# ---- complex_addsub_arbiter ----
Fig. 1: complex_addsub_arbiter, supply network
Scale: 1.5 px per µm. Pins as bars on the die edge. Tap cells in grey.
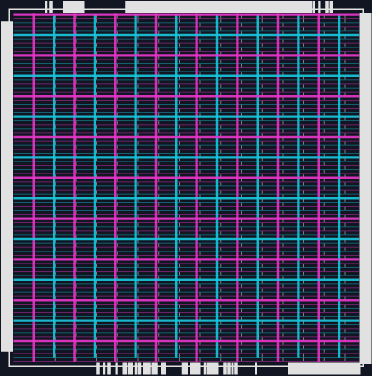

**src/rtl/complex_addsub_arbiter.sv**
```systemverilog
// Round-robin sharing of one pipelined complex adder/subtractor between two requesters.
// A tag pipeline matched to the adder latency steers each result back to its issuer.
module complex_addsub_arbiter #(
  parameter int WIDTH   = 64,
  parameter int LATENCY = 4
) (
  input  logic             clk,
  input  logic             rst_n,
  input  logic             hold,
  input  logic             req0_valid,
  output logic             req0_ready,
  input  logic [WIDTH-1:0] req0_a,
  input  logic [WIDTH-1:0] req0_b,
  input  logic             req0_op,
  input  logic             req1_valid,
  output logic             req1_ready,
  input  logic [WIDTH-1:0] req1_a,
  input  logic [WIDTH-1:0] req1_b,
  input  logic             req1_op,
  output logic             rsp0_valid,
  output logic [WIDTH-1:0] rsp0_data,
  output logic             rsp1_valid,
  output logic [WIDTH-1:0] rsp1_data,
  output logic [WIDTH-1:0] adder_a,
  output logic [WIDTH-1:0] adder_b,
  output logic             adder_op,
  output logic             adder_ce,
  input  logic [WIDTH-1:0] adder_result,
  output logic             busy,
  output logic [4:0]       outstanding0,
  output logic [4:0]       outstanding1
);

  typedef enum logic {
    REQ0 = 1'b0,
    REQ1 = 1'b1
  } req_id_t;

  req_id_t          last;
  req_id_t          grant_id;
  logic             grant0;
  logic             grant1;
  logic             accept0;
  logic             accept1;
  logic             accept;
  logic             done0;
  logic             done1;
  logic [LATENCY:0] tag_vld;
  req_id_t          tag_id [LATENCY+1];

  // On a tie the requester that did not win last time is granted.
  always_comb begin
    grant0 = 1'b0;
    grant1 = 1'b0;
    if (rst_n && !hold) begin
      if (req0_valid && req1_valid) begin
        grant0 = (last == REQ1);
        grant1 = (last == REQ0);
      end else begin
        grant0 = req0_valid;
        grant1 = req1_valid;
      end
    end
  end

  assign req0_ready = grant0;
  assign req1_ready = grant1;
  assign accept0    = req0_valid & grant0;
  assign accept1    = req1_valid & grant1;
  assign accept     = accept0 | accept1;
  assign grant_id   = accept1 ? REQ1 : REQ0;

  always_ff @(posedge clk) begin
    if (!rst_n) begin
      last <= REQ1;
    end else if (accept) begin
      last <= grant_id;
    end
  end

  always_ff @(posedge clk) begin
    if (!rst_n) begin
      adder_a  <= '0;
      adder_b  <= '0;
      adder_op <= 1'b0;
      adder_ce <= 1'b0;
    end else begin
      adder_ce <= 1'b1;
      if (accept1) begin
        adder_a  <= req1_a;
        adder_b  <= req1_b;
        adder_op <= req1_op;
      end else if (accept0) begin
        adder_a  <= req0_a;
        adder_b  <= req0_b;
        adder_op <= req0_op;
      end
    end
  end

  // Stage LATENCY lines up with adder_result for the op issued LATENCY+1 edges earlier.
  always_ff @(posedge clk) begin
    if (!rst_n) begin
      tag_vld <= '0;
      for (int unsigned i = 0; i <= LATENCY; i++) begin
        tag_id[i] <= REQ0;
      end
    end else begin
      tag_vld   <= {tag_vld[LATENCY-1:0], accept};
      tag_id[0] <= grant_id;
      for (int unsigned i = 1; i <= LATENCY; i++) begin
        tag_id[i] <= tag_id[i-1];
      end
    end
  end

  assign done0 = tag_vld[LATENCY] && (tag_id[LATENCY] == REQ0);
  assign done1 = tag_vld[LATENCY] && (tag_id[LATENCY] == REQ1);

  always_ff @(posedge clk) begin
    if (!rst_n) begin
      rsp0_valid <= 1'b0;
      rsp1_valid <= 1'b0;
      rsp0_data  <= '0;
      rsp1_data  <= '0;
    end else begin
      rsp0_valid <= done0;
      rsp1_valid <= done1;
      if (done0) begin
        rsp0_data <= adder_result;
      end
      if (done1) begin
        rsp1_data <= adder_result;
      end
    end
  end

  // Counters track tags still inside the pipe, so they top out at LATENCY+1.
  always_ff @(posedge clk) begin
    if (!rst_n) begin
      outstanding0 <= '0;
      outstanding1 <= '0;
    end else begin
      case ({accept0, done0})
        2'b10:   outstanding0 <= outstanding0 + 5'd1;
        2'b01:   outstanding0 <= outstanding0 - 5'd1;
        default: outstanding0 <= outstanding0;
      endcase
      case ({accept1, done1})
        2'b10:   outstanding1 <= outstanding1 + 5'd1;
        2'b01:   outstanding1 <= outstanding1 - 5'd1;
        default: outstanding1 <= outstanding1;
      endcase
    end
  end

  assign busy = (|tag_vld) | rsp0_valid | rsp1_valid | grant0 | grant1;

endmodule
```
**config.mk**
```make
export PLATFORM = sky130hd
export DESIGN_NAME = complex_addsub_arbiter
export DESIGN_NICKNAME = d
export VERILOG_FILES = /design/src/rtl/complex_addsub_arbiter.sv
export SDC_FILE = /design/constraint.sdc
export NUM_CORES = 1
export LEC_CHECK = 0
export ABC_AREA = 1
export ABC_CLOCK_PERIOD_IN_PS = 3000
export CORE_AREA = 2 2 233 235
export CTS_BUF_LIST = sky130_fd_sc_hd__clkbuf_16
export DETAILED_ROUTE_END_ITERATION = 12
export DIE_AREA = 0 0 235 237
export PLACE_DENSITY = 0.5
export REMOVE_ABC_BUFFERS = 1
export SETUP_SLACK_MARGIN = 0.2
export SLEW_MARGIN = 20
export SYNTH_ARGS = -nofsm -noshare
export SYNTH_HDL_FRONTEND = slang
export SYNTH_SLANG_ARGS = --single-unit
```
**constraint.sdc**
```tcl
create_clock -name clk -period 3 [get_ports clk]
set_clock_uncertainty 0.2 [all_clocks]
set_input_delay 0.3 -clock clk [delete_from_list [all_inputs] [get_ports clk]]
set_output_delay 0.3 -clock clk [all_outputs]
set_load 0.05 [all_outputs]
```
# ---- halflife_timer ----
File: src/rtl/halflife_pkg.sv
// Shared types and helpers for the half-life decay timer.
package halflife_pkg;

    typedef enum logic [0:0] {StIdle, StDecay} state_e;

    // A programmed period of zero behaves as a one-cycle half-life.
    localparam int unsigned PeriodZeroSub = 1;

    function automatic logic [31:0] sat_inc(input logic [31:0] v, input logic [31:0] max_v);
        return (v >= max_v) ? max_v : v + 32'd1;
    endfunction

endpackage

File: src/rtl/hl_prescaler.sv
// Cycle counter that pulses tick on the last cycle of each half-life period.
module hl_prescaler #(
    parameter int unsigned PW = 8
) (
    input  logic          clk,
    input  logic          rst,
    input  logic          en,
    input  logic          clr,
    input  logic [PW-1:0] per,
    output logic          tick
);

    logic [PW-1:0] cnt_q;

    assign tick = en && (cnt_q == per - PW'(1));

    always_ff @(posedge clk) begin
        if (!rst) begin
            cnt_q <= '0;
        end else if (clr || tick) begin
            cnt_q <= '0;
        end else if (en) begin
            cnt_q <= cnt_q + PW'(1);
        end
    end

endmodule

File: src/rtl/halflife_timer.sv
// Up/down/load counter with an autonomous decay mode that halves the count
// once per programmable period until it falls to or below a threshold.
module halflife_timer
    import halflife_pkg::*;
#(
    parameter int unsigned W    = 8,
    parameter int unsigned PW   = 8,
    parameter int unsigned HW   = 4,
    parameter int unsigned WRAP = 0
) (
    input  logic          clk,
    input  logic          rst,
    input  logic          up,
    input  logic          down,
    input  logic          load,
    input  logic [W-1:0]  load_val,
    input  logic          start,
    input  logic [PW-1:0] period,
    input  logic [W-1:0]  thresh,
    output logic [W-1:0]  count,
    output logic [HW-1:0] halvings,
    output logic          busy,
    output logic          done
);

    localparam logic [W-1:0] CntMax = '1;
    localparam logic [31:0]  HMax   = 32'((64'd1 << HW) - 64'd1);

    state_e        state_q, state_d;
    logic [W-1:0]  count_q, count_d;
    logic [HW-1:0] halv_q, halv_d;
    logic [PW-1:0] per_q, per_d;
    logic [W-1:0]  thr_q, thr_d;
    logic          done_q, done_d;
    logic          fin_q, fin_d;
    logic [W-1:0]  halved;
    logic          tick;

    hl_prescaler #(
        .PW (PW)
    ) u_prescaler (
        .clk  (clk),
        .rst  (rst),
        .en   (state_q == StDecay),
        .clr  (state_q == StIdle),
        .per  (per_q),
        .tick (tick)
    );

    always_ff @(posedge clk) begin
        if (!rst) begin
            state_q <= StIdle;
            count_q <= '0;
            halv_q  <= '0;
            per_q   <= PW'(PeriodZeroSub);
            thr_q   <= '0;
            done_q  <= 1'b0;
            fin_q   <= 1'b0;
        end else begin
            state_q <= state_d;
            count_q <= count_d;
            halv_q  <= halv_d;
            per_q   <= per_d;
            thr_q   <= thr_d;
            done_q  <= done_d;
            fin_q   <= fin_d;
        end
    end

    always_comb begin
        state_d = state_q;
        count_d = count_q;
        halv_d  = halv_q;
        per_d   = per_q;
        thr_d   = thr_q;
        // fin_q delays the end-of-decay pulse so done never overlaps busy.
        done_d  = fin_q;
        fin_d   = 1'b0;
        halved  = count_q >> 1;
        case (state_q)
            StIdle: begin
                if (load) begin
                    count_d = load_val;
                end else if (start) begin
                    per_d  = (period == '0) ? PW'(PeriodZeroSub) : period;
                    thr_d  = thresh;
                    halv_d = '0;
                    if (count_q <= thresh) begin
                        done_d = 1'b1;
                    end else begin
                        state_d = StDecay;
                    end
                end else if (up && !down) begin
                    if (WRAP != 0 || count_q != CntMax) begin
                        count_d = count_q + W'(1);
                    end
                end else if (down && !up) begin
                    if (WRAP != 0 || count_q != '0) begin
                        count_d = count_q - W'(1);
                    end
                end
            end
            StDecay: begin
                if (load) begin
                    count_d = load_val;
                    state_d = StIdle;
                end else if (tick) begin
                    count_d = halved;
                    halv_d  = HW'(sat_inc(32'(halv_q), HMax));
                    if (halved <= thr_q) begin
                        state_d = StIdle;
                        fin_d   = 1'b1;
                    end
                end
            end
            default: state_d = StIdle;
        endcase
    end

    always_comb begin
        count    = count_q;
        halvings = halv_q;
        busy     = (state_q == StDecay);
        done     = done_q;
    end

endmodule

File: config.mk
export PLATFORM = sky130hd
export DESIGN_NAME = halflife_timer
export DESIGN_NICKNAME = d
export VERILOG_FILES = /design/src/rtl/halflife_pkg.sv /design/src/rtl/hl_prescaler.sv /design/src/rtl/halflife_timer.sv
export SDC_FILE = /design/constraint.sdc
export NUM_CORES = 1
export LEC_CHECK = 0
export ABC_AREA = 1
export CORE_UTILIZATION = 49
export DETAILED_ROUTE_END_ITERATION = 10
export PLACE_DENSITY_LB_ADDON = 0.05
export SLEW_MARGIN = 20
export SYNTH_ARGS = -nofsm -noshare
export SYNTH_HDL_FRONTEND = slang
export SYNTH_SLANG_ARGS = --single-unit
File: constraint.sdc
create_clock -name clk -period 2 [get_ports clk]
set_clock_uncertainty 0.05 [all_clocks]
set_input_delay 0.4 -clock clk [delete_from_list [all_inputs] [get_ports clk]]
set_output_delay 0.4 -clock clk [all_outputs]
set_load 0.05 [all_outputs]
# ---- updown_counter_mod_flat ----
===== src/rtl/udc_pkg.sv =====
// Shared encodings and the next-count/boundary function for updown_counter_mod.
package udc_pkg;

    localparam logic UDC_UP   = 1'b1;
    localparam logic UDC_DOWN = 1'b0;
    localparam logic UDC_WRAP = 1'b0;
    localparam logic UDC_SAT  = 1'b1;

    typedef struct packed {
        logic [31:0] count;
        logic        ovf_evt;
        logic        unf_evt;
    } udc_step_t;

    // Operands are zero-extended to 32 bits; sums are kept in 33 bits so
    // count+step never aliases back into range.
    function automatic udc_step_t udc_next(
        input logic [31:0] cnt,
        input logic [31:0] max_val,
        input logic [31:0] step,
        input logic        up,
        input logic        sat
    );
        udc_step_t   r;
        logic [32:0] sum;
        r   = '0;
        sum = '0;
        if (up == UDC_UP) begin
            sum = {1'b0, cnt} + {1'b0, step};
            if (sum <= {1'b0, max_val}) begin
                r.count = sum[31:0];
            end else begin
                r.ovf_evt = 1'b1;
                sum       = sum - {1'b0, max_val} - 33'd1;
                r.count   = (sat == UDC_SAT) ? max_val : sum[31:0];
            end
        end else begin
            if (cnt >= step) begin
                r.count = cnt - step;
            end else begin
                r.unf_evt = 1'b1;
                sum       = {1'b0, cnt} + {1'b0, max_val} + 33'd1 - {1'b0, step};
                r.count   = (sat == UDC_SAT) ? 32'd0 : sum[31:0];
            end
        end
        return r;
    endfunction

endpackage


===== src/rtl/udc_if.sv =====
// Control/status bundle of updown_counter_mod; master drives controls, slave is the counter.
interface udc_if #(
    parameter int WIDTH = 8
) ();

    logic             en;
    logic             load;
    logic [WIDTH-1:0] d_in;
    logic             up;
    logic             sat;
    logic             clr_flags;
    logic [WIDTH-1:0] count;
    logic             tc;
    logic             ovf;
    logic             unf;
    logic             at_max;
    logic             at_min;

    modport master (
        output en, load, d_in, up, sat, clr_flags,
        input  count, tc, ovf, unf, at_max, at_min
    );

    modport slave (
        input  en, load, d_in, up, sat, clr_flags,
        output count, tc, ovf, unf, at_max, at_min
    );

endinterface


===== src/rtl/udc_prescaler.sv =====
// Enable divider: tick is high in the en cycle that ends each PRESCALE-long phase.
module udc_prescaler #(
    parameter int PRESCALE = 4
) (
    input  logic clk,
    input  logic rst,
    input  logic clr,
    input  logic en,
    output logic tick
);

    localparam int PH_W = (PRESCALE > 2) ? $clog2(PRESCALE) : 1;
    localparam logic [PH_W-1:0] PH_LAST = PH_W'(PRESCALE - 1);

    logic [PH_W-1:0] phase;

    assign tick = en && (phase == PH_LAST);

    always_ff @(posedge clk) begin
        if (rst || clr) begin
            phase <= '0;
        end else if (en) begin
            phase <= (phase == PH_LAST) ? '0 : phase + 1'b1;
        end
    end

endmodule


===== src/rtl/updown_counter_mod.sv =====
// Loadable up/down counter with programmable modulus/step, wrap or saturate, tc pulse and sticky flags.
// Define UDC_PRESCALER_EN to divide the count enable by PRESCALE.
module updown_counter_mod
    import udc_pkg::*;
#(
    parameter int          WIDTH    = 8,
    parameter int unsigned MAX_VAL  = 2**WIDTH - 1,
    parameter int unsigned STEP     = 1,
    parameter int          PRESCALE = 4
) (
    input logic   clk,
    input logic   rst,
    udc_if.slave  bus
);

    localparam logic [WIDTH-1:0] MAX_W = WIDTH'(MAX_VAL);

    if (WIDTH < 2 || WIDTH > 31) begin : g_chk_width
        $error("updown_counter_mod: WIDTH must be in 2..31");
    end
    if (longint'(MAX_VAL) > ((64'sd1 <<< WIDTH) - 64'sd1)) begin : g_chk_max
        $error("updown_counter_mod: MAX_VAL does not fit in WIDTH bits");
    end
    if (STEP < 1 || STEP > MAX_VAL) begin : g_chk_step
        $error("updown_counter_mod: STEP must be in 1..MAX_VAL");
    end
    if (PRESCALE < 2) begin : g_chk_pre
        $error("updown_counter_mod: PRESCALE must be at least 2");
    end
    if ($bits(bus.count) != WIDTH) begin : g_chk_bus
        $error("updown_counter_mod: interface WIDTH differs from counter WIDTH");
    end

    logic [WIDTH-1:0] count_q;
    logic             tc_q;
    logic             ovf_q;
    logic             unf_q;
    logic             step;
    logic [WIDTH-1:0] load_val;
    udc_step_t        nxt;
    logic             unused_hi;

`ifdef UDC_PRESCALER_EN
    logic tick;

    udc_prescaler #(
        .PRESCALE (PRESCALE)
    ) u_prescaler (
        .clk  (clk),
        .rst  (rst),
        .clr  (bus.load),
        .en   (bus.en),
        .tick (tick)
    );

    assign step = bus.en && tick;
`else
    assign step = bus.en;
`endif

    assign load_val = (32'(bus.d_in) > MAX_VAL) ? MAX_W : bus.d_in;

    always_comb begin
        nxt = udc_next(32'(count_q), 32'(MAX_VAL), 32'(STEP), bus.up, bus.sat);
    end

    // The result never exceeds MAX_VAL, so the upper bits are always zero.
    assign unused_hi = |nxt.count[31:WIDTH];

    always_ff @(posedge clk) begin
        if (rst) begin
            count_q <= '0;
            tc_q    <= 1'b0;
            ovf_q   <= 1'b0;
            unf_q   <= 1'b0;
        end else begin
            tc_q  <= 1'b0;
            ovf_q <= ovf_q && !bus.clr_flags;
            unf_q <= unf_q && !bus.clr_flags;
            if (bus.load) begin
                count_q <= load_val;
            end else if (step) begin
                count_q <= nxt.count[WIDTH-1:0];
                tc_q    <= nxt.ovf_evt || nxt.unf_evt;
                if (nxt.ovf_evt) ovf_q <= 1'b1;
                if (nxt.unf_evt) unf_q <= 1'b1;
            end
        end
    end

    assign bus.count  = count_q;
    assign bus.tc     = tc_q;
    assign bus.ovf    = ovf_q;
    assign bus.unf    = unf_q;
    assign bus.at_max = (count_q == MAX_W);
    assign bus.at_min = (count_q == '0);

endmodule


===== src/flat_wrapper.sv =====
// flat-port wrapper written by rule: the top's interface ports become plain ports
module updown_counter_mod_flat import udc_pkg::*;
#(
    parameter int          WIDTH    = 8,
    parameter int unsigned MAX_VAL  = 2**WIDTH - 1,
    parameter int unsigned STEP     = 1,
    parameter int          PRESCALE = 4
)
  (clk, rst, bus_en, bus_load, bus_d_in, bus_up, bus_sat, bus_clr_flags, bus_count, bus_tc, bus_ovf, bus_unf, bus_at_max, bus_at_min);
  udc_if #(.WIDTH(WIDTH)) bus_i ();
  input logic clk;
  input logic rst;
  input wire logic [$bits(bus_i.en)-1:0] bus_en;
  input wire logic [$bits(bus_i.load)-1:0] bus_load;
  input wire logic [$bits(bus_i.d_in)-1:0] bus_d_in;
  input wire logic [$bits(bus_i.up)-1:0] bus_up;
  input wire logic [$bits(bus_i.sat)-1:0] bus_sat;
  input wire logic [$bits(bus_i.clr_flags)-1:0] bus_clr_flags;
  output wire logic [$bits(bus_i.count)-1:0] bus_count;
  output wire logic [$bits(bus_i.tc)-1:0] bus_tc;
  output wire logic [$bits(bus_i.ovf)-1:0] bus_ovf;
  output wire logic [$bits(bus_i.unf)-1:0] bus_unf;
  output wire logic [$bits(bus_i.at_max)-1:0] bus_at_max;
  output wire logic [$bits(bus_i.at_min)-1:0] bus_at_min;
  assign bus_i.en = bus_en;
  assign bus_i.load = bus_load;
  assign bus_i.d_in = bus_d_in;
  assign bus_i.up = bus_up;
  assign bus_i.sat = bus_sat;
  assign bus_i.clr_flags = bus_clr_flags;
  assign bus_count = bus_i.count;
  assign bus_tc = bus_i.tc;
  assign bus_ovf = bus_i.ovf;
  assign bus_unf = bus_i.unf;
  assign bus_at_max = bus_i.at_max;
  assign bus_at_min = bus_i.at_min;
  updown_counter_mod #(.WIDTH(WIDTH), .MAX_VAL(MAX_VAL), .STEP(STEP), .PRESCALE(PRESCALE)) u_core (.clk(clk), .rst(rst), .bus(bus_i));
endmodule

===== config.mk =====
export PLATFORM = sky130hd
export DESIGN_NAME = updown_counter_mod_flat
export DESIGN_NICKNAME = d
export VERILOG_FILES = /design/src/rtl/udc_pkg.sv /design/src/rtl/udc_if.sv /design/src/rtl/udc_prescaler.sv /design/src/rtl/updown_counter_mod.sv /design/src/flat_wrapper.sv
export SDC_FILE = /design/constraint.sdc
export NUM_CORES = 1
export LEC_CHECK = 0
export CORE_UTILIZATION = 25
export CTS_CLUSTER_DIAMETER = 60
export CTS_CLUSTER_SIZE = 8
export DETAILED_ROUTE_END_ITERATION = 8
export HOLD_SLACK_MARGIN = 0.03
export PLACE_DENSITY = 0.5
export SLEW_MARGIN = 30
export SYNTH_ARGS = -nofsm -noshare
export SYNTH_HDL_FRONTEND = slang
export SYNTH_SLANG_ARGS = --single-unit

===== constraint.sdc =====
create_clock -name clk -period 3.5 [get_ports clk]
set_input_delay 0.525 -clock clk [delete_from_list [all_inputs] [get_ports clk]]
set_output_delay 0.525 -clock clk [all_outputs]
set_load 0.01 [all_outputs]

# ---- dadda_mac_acc ----
--- config.mk ---
export PLATFORM = sky130hd
export DESIGN_NAME = dadda_mac_acc
export DESIGN_NICKNAME = d
export VERILOG_FILES = /design/src/rtl/dadda_mac_acc.sv
export SDC_FILE = /design/constraint.sdc
export NUM_CORES = 1
export LEC_CHECK = 0
export CAP_MARGIN = 20
export CORE_MARGIN = 2
export CORE_UTILIZATION = 25
export DETAILED_ROUTE_END_ITERATION = 8
export PLACE_DENSITY = 0.51
export SETUP_SLACK_MARGIN = 0.3
export SLEW_MARGIN = 10
export SYNTH_ARGS = -nofsm -noshare
export SYNTH_HDL_FRONTEND = slang
export SYNTH_SLANG_ARGS = --single-unit
--- constraint.sdc ---
create_clock -name clk -period 11.9 [get_ports clk]
set_clock_uncertainty 0.2 [all_clocks]
set_input_delay 1.19 -clock clk [delete_from_list [all_inputs] [get_ports clk]]
set_output_delay 1.19 -clock clk [all_outputs]
set_load 0.01 [all_outputs]
--- src/rtl/dadda_mac_acc.sv ---
// Unsigned 16x16 multiply-accumulate over in_last-delimited frames.
// Operand register -> product register -> accumulator/result register.

// Combinational 16x16 unsigned multiplier: partial products are folded
// through a carry-save adder chain, then resolved by one carry-propagate add.
module dadda (
  input  logic [15:0] a,
  input  logic [15:0] b,
  output logic [31:0] out
);
  logic [31:0] w_s;
  logic [31:0] w_c;
  logic [31:0] w_pp;
  logic [31:0] w_ns;
  logic [31:0] w_nc;
  logic [15:0] w_bsh;

  // Reduce the sixteen shifted partial products to a sum/carry pair.
  always_comb begin
    w_s   = {16'b0, a & {16{b[0]}}};
    w_c   = {15'b0, a & {16{b[1]}}, 1'b0};
    w_pp  = '0;
    w_ns  = '0;
    w_nc  = '0;
    w_bsh = '0;
    for (int i = 2; i < 16; i++) begin
      w_bsh = b >> i;
      w_pp  = {16'b0, a & {16{w_bsh[0]}}} << i;
      w_ns  = w_s ^ w_c ^ w_pp;
      w_nc  = ((w_s & w_c) | (w_s & w_pp) | (w_c & w_pp)) << 1;
      w_s   = w_ns;
      w_c   = w_nc;
    end
  end

  // Product is below 2^32, so dropping carries past bit 31 is exact.
  assign out = w_s + w_c;
endmodule

module dadda_mac_acc #(
  parameter int ACC_W    = 40,
  parameter int CNT_W    = 8,
  parameter int SATURATE = 1
) (
  input  logic             clk,
  input  logic             rst,
  input  logic             in_valid,
  output logic             in_ready,
  input  logic [15:0]      in_a,
  input  logic [15:0]      in_b,
  input  logic             in_last,
  output logic             out_valid,
  input  logic             out_ready,
  output logic [ACC_W-1:0] out_sum,
  output logic [CNT_W-1:0] out_count,
  output logic             out_ovf
);
  logic [15:0]      r_a_p1;
  logic [15:0]      r_b_p1;
  logic             r_vld_p1;
  logic             r_last_p1;
  logic [ACC_W-1:0] r_prod_p2;
  logic             r_vld_p2;
  logic             r_last_p2;
  logic [ACC_W-1:0] r_acc;
  logic [CNT_W-1:0] r_cnt;
  logic             r_ovf;

  logic [31:0]      w_prod;
  logic             w_accept;
  logic [ACC_W:0]   w_nsum;
  logic             w_ovf_nxt;
  logic [ACC_W-1:0] w_res;
  logic [CNT_W-1:0] w_cnt_nxt;

  // Clamp to all-ones once the frame has overflowed, else keep the low bits.
  function automatic logic [ACC_W-1:0] sat_sum(input logic [ACC_W:0] nsum,
                                               input logic ovf);
    if ((SATURATE != 0) && ovf) return '1;
    return nsum[ACC_W-1:0];
  endfunction

  // Term counter sticks at all-ones instead of wrapping.
  function automatic logic [CNT_W-1:0] cnt_inc(input logic [CNT_W-1:0] c);
    if (&c) return c;
    return c + 1'b1;
  endfunction

  // Stall while a last term is in flight or the held result is unread.
  assign in_ready = !rst && !(r_vld_p1 && r_last_p1) && !(r_vld_p2 && r_last_p2)
                    && !(out_valid && !out_ready);
  assign w_accept = in_valid && in_ready;

  dadda u_mul (.a(r_a_p1), .b(r_b_p1), .out(w_prod));

  assign w_nsum    = {1'b0, r_acc} + {1'b0, r_prod_p2};
  assign w_ovf_nxt = r_ovf | w_nsum[ACC_W];
  assign w_res     = sat_sum(w_nsum, w_ovf_nxt);
  assign w_cnt_nxt = cnt_inc(r_cnt);

  // Data path registers: operands captured on accept, product every cycle.
  always_ff @(posedge clk) begin
    // p1: operand capture
    if (w_accept) begin
      r_a_p1 <= in_a;
      r_b_p1 <= in_b;
    end
    // p2: registered product
    r_prod_p2 <= ACC_W'(w_prod);
  end

  // Control, accumulator and result registers with asynchronous clear.
  always_ff @(posedge clk or posedge rst) begin
    if (rst) begin
      r_vld_p1  <= 1'b0;
      r_last_p1 <= 1'b0;
      r_vld_p2  <= 1'b0;
      r_last_p2 <= 1'b0;
      r_acc     <= '0;
      r_cnt     <= '0;
      r_ovf     <= 1'b0;
      out_valid <= 1'b0;
      out_sum   <= '0;
      out_count <= '0;
      out_ovf   <= 1'b0;
    end else begin
      // p1: accept flags
      r_vld_p1  <= w_accept;
      r_last_p1 <= w_accept && in_last;
      // p2: follow the operand stage
      r_vld_p2  <= r_vld_p1;
      r_last_p2 <= r_last_p1;
      // accumulate / emit
      if (r_vld_p2 && r_last_p2) begin
        out_sum   <= w_res;
        out_count <= w_cnt_nxt;
        out_ovf   <= w_ovf_nxt;
        out_valid <= 1'b1;
        r_acc     <= '0;
        r_cnt     <= '0;
        r_ovf     <= 1'b0;
      end else begin
        if (r_vld_p2) begin
          r_acc <= w_res;
          r_cnt <= w_cnt_nxt;
          r_ovf <= w_ovf_nxt;
        end
        if (out_ready) out_valid <= 1'b0;
      end
    end
  end
endmodule

Fig. 2: complex_addsub_arbiter, local utilization
Scale: 1.5 px per µm. The die is cut into 24 by 24 equal tiles; white is low, dark blue is high, 0 to 100% covered.
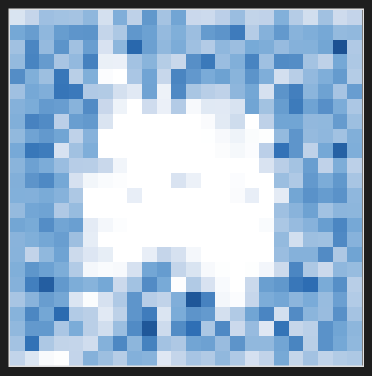
The emptiest ninth of the die: middle. The fullest tile reaches 87%. 1.4% of the tiles are over 75% full. 18% of the tiles are nearly empty.
Core Area: 0.0533 mm²
fp util: 21.9%
Final Core Density: 36.7%

Fig. 3: complex_addsub_arbiter, met4 routing
Scale: 2 px per µm. Supply wires on this layer in grey.
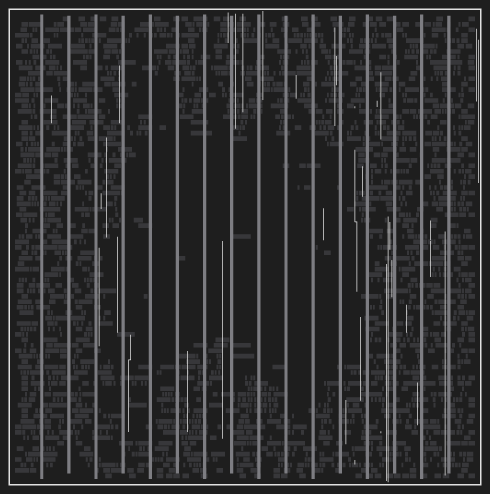
The layer holds 2.6% of the routed length. The wires run mostly vertical. The layer carries 1,390 µm of wire. The longest straight run is 133 µm. 24 nets have wire on it.

About Fig. 1:
Cyan is VDD. Magenta is VSS.
696 tap cells. 17 straps on met5.

==> impl_metrics.yaml, complex_addsub_arbiter <==
# yosys + openroad results
run_status:
  run_status: "finished clean"
min_path:
  holdPathStages: 3
  min-delay-start: "adder_result[62]"
finish:
  nets: 2577
  fill_cells: 5639
  register_area_mm2: 0.00563
  seqAreaFraction_pct: 28.8
  final.signal_inverter_count: 167
  synthToLayoutAreaGrowth_pct: 67.2
sta:
  finalClockPeriodUsage_pct: 88.7
  finalMaxSlewViolations: 0
  final_hold_violation_tally: 0
  finalSetupViolations: 0
  grt_setup_unrepaired: "false"
setup_path:
  path_max_fanout: 66
  critPathSlowestCell: "sky130_fd_sc_hd__dlygate4sd3_1"
  worst-r2r-cell-count: 15
  crit_path_cell_trace: "dlygate4sd3_1 -> clkbuf_8 -> inv_4 -> nor2_8 -> nand3_4 -> inv_4 -> buf_12 -> buf_12"
  critical_path.endpoint: "req1_ready"
  critical-path-max-stage-delay_ns: 0.58
  worstSetupEndpointType: "output pin"
  critical_path_cell_count: 8
  regToRegEndpoint: "outstanding0[4]"
synth:
  synth.comb.largest_family: "simple AND/OR/NAND/NOR gates"
  yosysChipArea_mm2: 0.0117
  synth_area_per_cell_um2: 6.90
  compound_area_share_pct: 6.02
  synth_flop_count: 281
  ys_seq_share_pct: 48.1
  area_contributors_post_synth: "sky130_fd_sc_hd__dfxtp_1, sky130_fd_sc_hd__nand2_1, sky130_fd_sc_hd__nand3_1"
  synth-edff-count: 0
  multiplexer_share_of_the_synthesized_area_pct: 0
  netlist.top_cell.by_area: "sky130_fd_sc_hd__dfxtp_1"
  post_synth_fa_ha_maj_area_fraction_pct: 0.856
placement:
  pre_cts_ws_ns: 0.378
  input_output_buffers: 599
route:
  wl_met2_um: 25300
  routed.top_layer: "met5"
  vias: 12800
  drt-wirelength-per-cell_um: 17.8
  route.final.wire_length_um: 53000
run:
  stage_log_warnings: 39
global_route:
  overflow: 0
  grt_use_total_pct: 18.3
  wire_length_of_the_first_global_routing_pass_um: 78700
  met3_usage_pct: 7.05
clocking:
  postCtsSetupRepairBufs: 0
  cts.clk_slew.worst_paths_ns: 0.06
  clock_tree.htree_level_count: 2
  clock-root-buffer: "sky130_fd_sc_hd__clkbuf_16"
  cts_inserted_buffers: 37
floorplanning:
  dieWidth_um: 235
  floorplan_die_area_mm2: 0.0557
  tap-cell-count: 696
==> complex_addsub_arbiter: repair_timing <==
action	CTS	global route
hold buffers	1	0
endpoints found under the hold margin	8	0
resized	0	0
Fig. 4: dadda_mac_acc, local utilization
Scale: 1.5 px per µm. The die is cut into 24 by 24 equal tiles; white is low, dark blue is high, 0 to 100% covered.
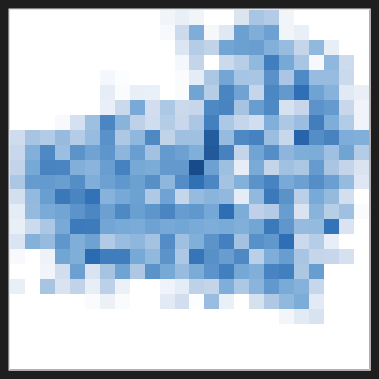
36% of the tiles are nearly empty. 0.90% of the tiles are over 75% full. The mean over all tiles is 26%. The emptiest ninth of the die: top left. The fullest tile reaches 89%.

==> impl_metrics.yaml, dadda_mac_acc <==
# yosys + openroad results
route:
  drcViolationCount: 0
  route.final.wire_length_um: 30200
  route.met3.wl_um: 1130
  drt-wirelength-per-cell_um: 14.1
  routed.top_layer: "met4"
  drt-vias-per-instance: 4.43
  drtAntennaViolNets: 0
global_route:
  wire_length_of_the_first_global_routing_pass_um: 52400
  grt.met1_usage_pct: 15.4
  grt_max_degree: 85
sta:
  slew_headroom_pct: 29.0
  final_hold_violation_tally: 0
  finalMaxSlewViolations: 0
  finalSetupViolations: 0
  final_critical_path_setup_slack_ns: 1.76
min_path:
  holdPathStages: 0
synth:
  syn_inst: 1343
  mappedNetlistArea_mm2: 0.0139
  unique_cell_type_count_in_the_yosys_netlist: 67
  synth.comb.largest_family: "adder cells"
  ys_warn_count: 0
  netlist.top_cell.by_area: "sky130_fd_sc_hd__fa_1"
  top_cell_area_share_pct: 30.5
  area_contributors_post_synth: "sky130_fd_sc_hd__fa_1, sky130_fd_sc_hd__dfrtp_1, sky130_fd_sc_hd__nand2_1"
  yosys_cells: 1343
setup_path:
  critical-path-max-stage-delay_ns: 0.68
  ff2ff_setup_slack_ns: 1.76
  worst-r2r-cell-count: 28
  path_max_fanout: 16
run_status:
  run_status: "finished clean"
clocking:
  post_cts_hold_buffer_count: 0
  clock_latency_ns: 0.46
floorplanning:
  floorplan_die_area_mm2: 0.0573
  die_height_um: 239
  core_area_mm2: 0.0550
placement:
  input_output_buffers: 87
finish:
  layout.cells.most_common_list: "sky130_fd_sc_hd__nand2_1, sky130_fd_sc_hd__fa_1, sky130_fd_sc_hd__dfrtp_1"
  nets: 1694
==> dadda_mac_acc: final cells by class <==
type	instances	area, µm²
clock inverters	12	113
clock buffers	20	468
multi-input cells	1034	9130
fillers	5808	39000
repair buffers	95	935
well taps	748	936
inverters	67	254
flip-flops and latches	167	4180
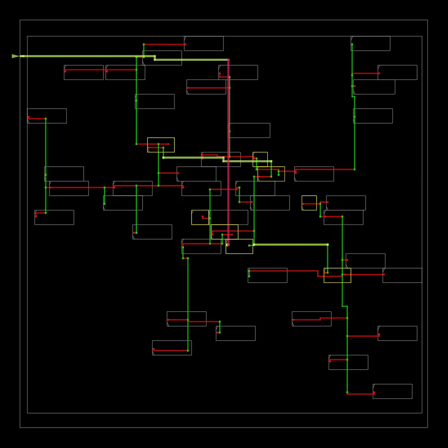
Fig. 5. Clock nets (halflife_timer).
number of clock buffers in the layout: 5
sinks on the clock net: 39
total clock buffers created by CTS: 5
count of flip-flops and latches: 39

Fig. 6: halflife_timer, supply network
Scale: 4 px per µm. Pins as bars on the die edge. Tap cells in grey.
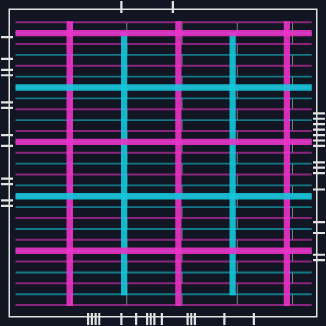
Cyan is VDD. Magenta is VSS.
The core has 26 rows. 70 tap cells.
Core Area: 0.00524 mm²
DIE WIDTH: 76.5 µm

==> impl_metrics.yaml, halflife_timer <==
# yosys + openroad results
setup_path:
  worstSetupEndpointType: "register"
  regToRegEndpoint: "count[4]"
  regToRegStartpoint: "per_q[1]"
global_route:
  grt_use_total_pct: 25.2
  overflow: 0
  initial_antenna_violation_count: 0
  grt_max_degree: 29
  use_met2_pct: 41.1
route:
  wl_met2_um: 3130
  route.met3.wl_um: 339
  drtAntennaViolNets: 0
placement:
  globalplace.congestion: 0.854
synth:
  synth-edff-count: 0
  top_cell_area_share_pct: 28.7
finish:
  area_share_clock_buf_inv_pct: 2.61
run_status:
  run_status: "finished clean"
[halflife_timer: stage by stage]
| step | cell area [µm²] | setup slack (ns) |
|---|---|---|
| floorplan | 2720 | 0.0553 |
| global placement | 3360 | -0.530 |
| detailed placement | 3360 | -0.597 |
| CTS | 3520 | 0.0743 |
| global route | 3550 | -0.0205 |
| finish | 3550 | 0.112 |
[halflife_timer: logic make-up after synthesis]
logic type                 Yosys count
DFF                                 39
xor gates and xnor gates            14
and+or+nand+nor                    184
adders and majority gates           25
AOI/OAI and AO/OA                   81
buffers and inverters               60
Fig. 7: updown_counter_mod_flat, supply network
Scale: 6 px per µm. Pins as bars on the die edge. Tap cells in grey.
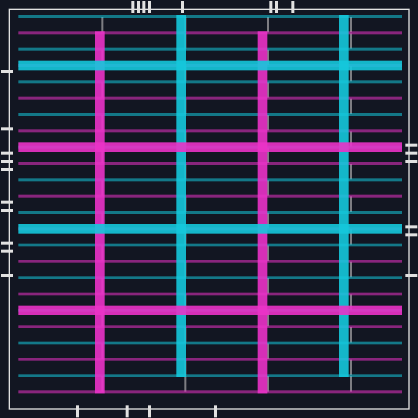
Magenta is VSS. Cyan is VDD.
4 straps on met5. 28 signal pins sit on the boundary. 4 straps on met4.
DIE WIDTH: 66.4 µm
Core Area: 0.00400 mm²

==> impl_metrics.yaml, updown_counter_mod_flat <==
# yosys + openroad results
run_status:
  run_status: "finished clean"
synth:
  synth_flop_count: 11
  top_cell_area_share_pct: 21.3
  synth_xor_xnor_area_share_pct: 2.54
setup_path:
  regToRegEndpoint: "u_core.bus.count[4]"
min_path:
  type_of_the_tightest_min_delay_check: "register to register"
clocking:
  clock_latency_ns: 0.24
global_route:
  overflow: 0
  via_count_of_the_first_global_routing_pass: 1076
placement:
  placement.cell_area_mm2: 0.00133
finish:
  register_area_um2: 220
  comb_share_pct: 53.1
floorplanning:
  core.rowCount: 23
==> updown_counter_mod_flat: how the worst min path moves through the flow <==
stage | startpoint | end | slack (ns) | depth (start not counted)
6_report | u_core.bus.ovf | u_core.bus.ovf | 0.46 | 2
5_1_grt | u_core.bus.ovf | u_core.bus.ovf | 0.49 | 2
4_1_cts | u_core.bus.ovf | u_core.bus.ovf | 0.47 | 2
3_5_place_dp | u_core.bus.ovf | u_core.bus.ovf | 0.46 | 2
3_3_place_gp | u_core.bus.ovf | u_core.bus.ovf | 0.46 | 2
2_1_floorplan | u_core.bus.ovf | u_core.bus.ovf | 0.49 | 2

==> gallery <==
Wiring by layer.
shot_01.png
Scale: 2 px per µm.
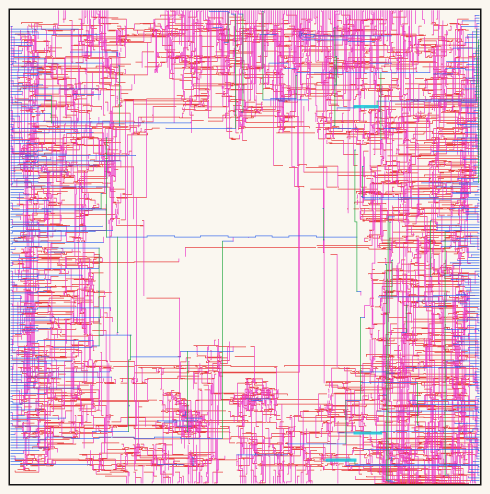
shot_02.png
Scale: 8 px per µm.
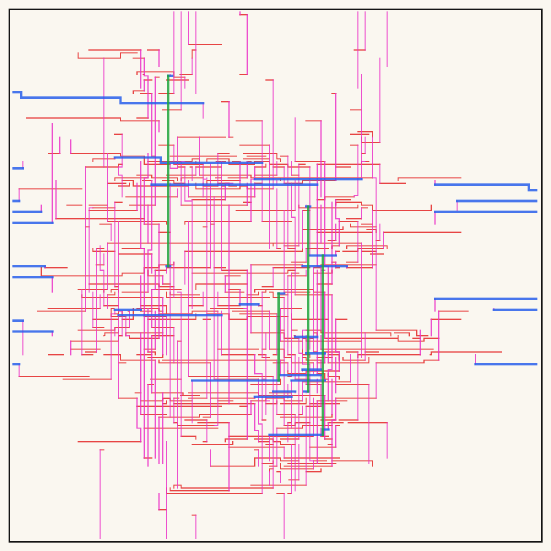
shot_03.png
Scale: 2 px per µm.
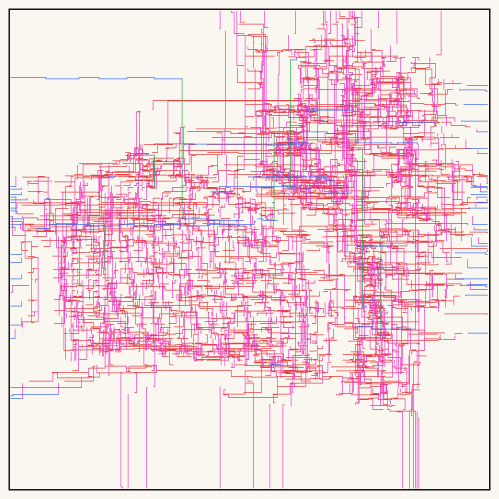
shot_04.png
Scale: 6 px per µm.
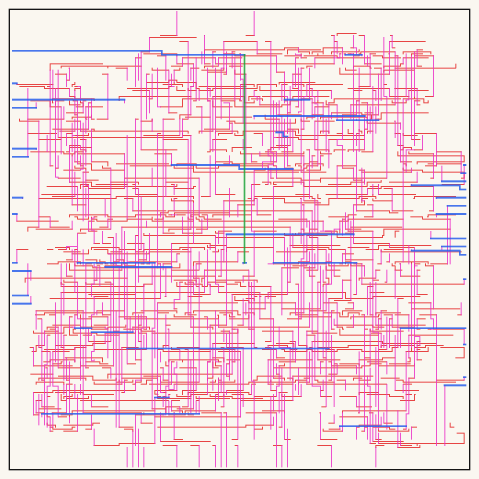
shot_04.png -> halflife_timer
shot_01.png -> complex_addsub_arbiter
shot_03.png -> dadda_mac_acc
shot_02.png -> updown_counter_mod_flat

Key to shot_02.png:
Magenta is metal 2, wire length 1,570 µm. Red is metal 1, wire length 1,410 µm. Green is metal 4, wire length 80.2 µm. Blue is metal 3, wire length 237 µm.



==> screenshots <==
Clock nets.
(a)
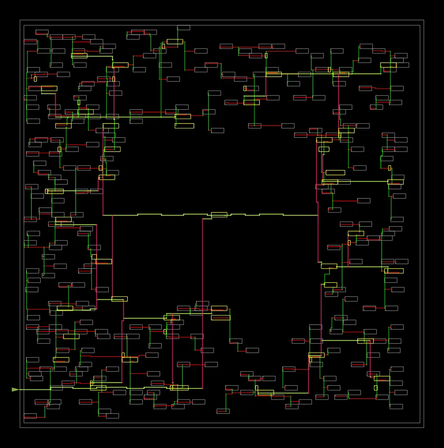
(b)
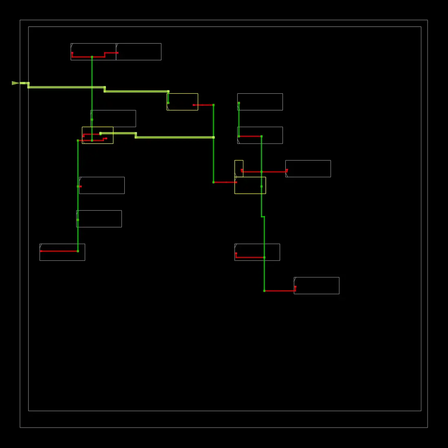
(c)
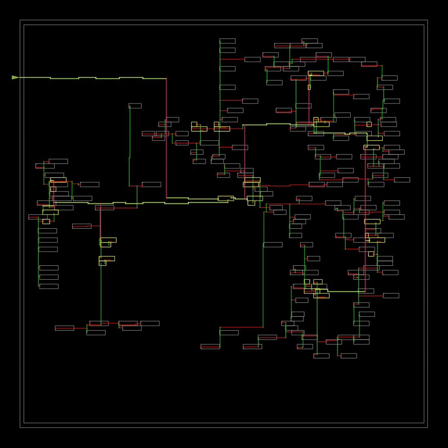
(b) is updown_counter_mod_flat.
(a) is complex_addsub_arbiter.
(c) is dadda_mac_acc.

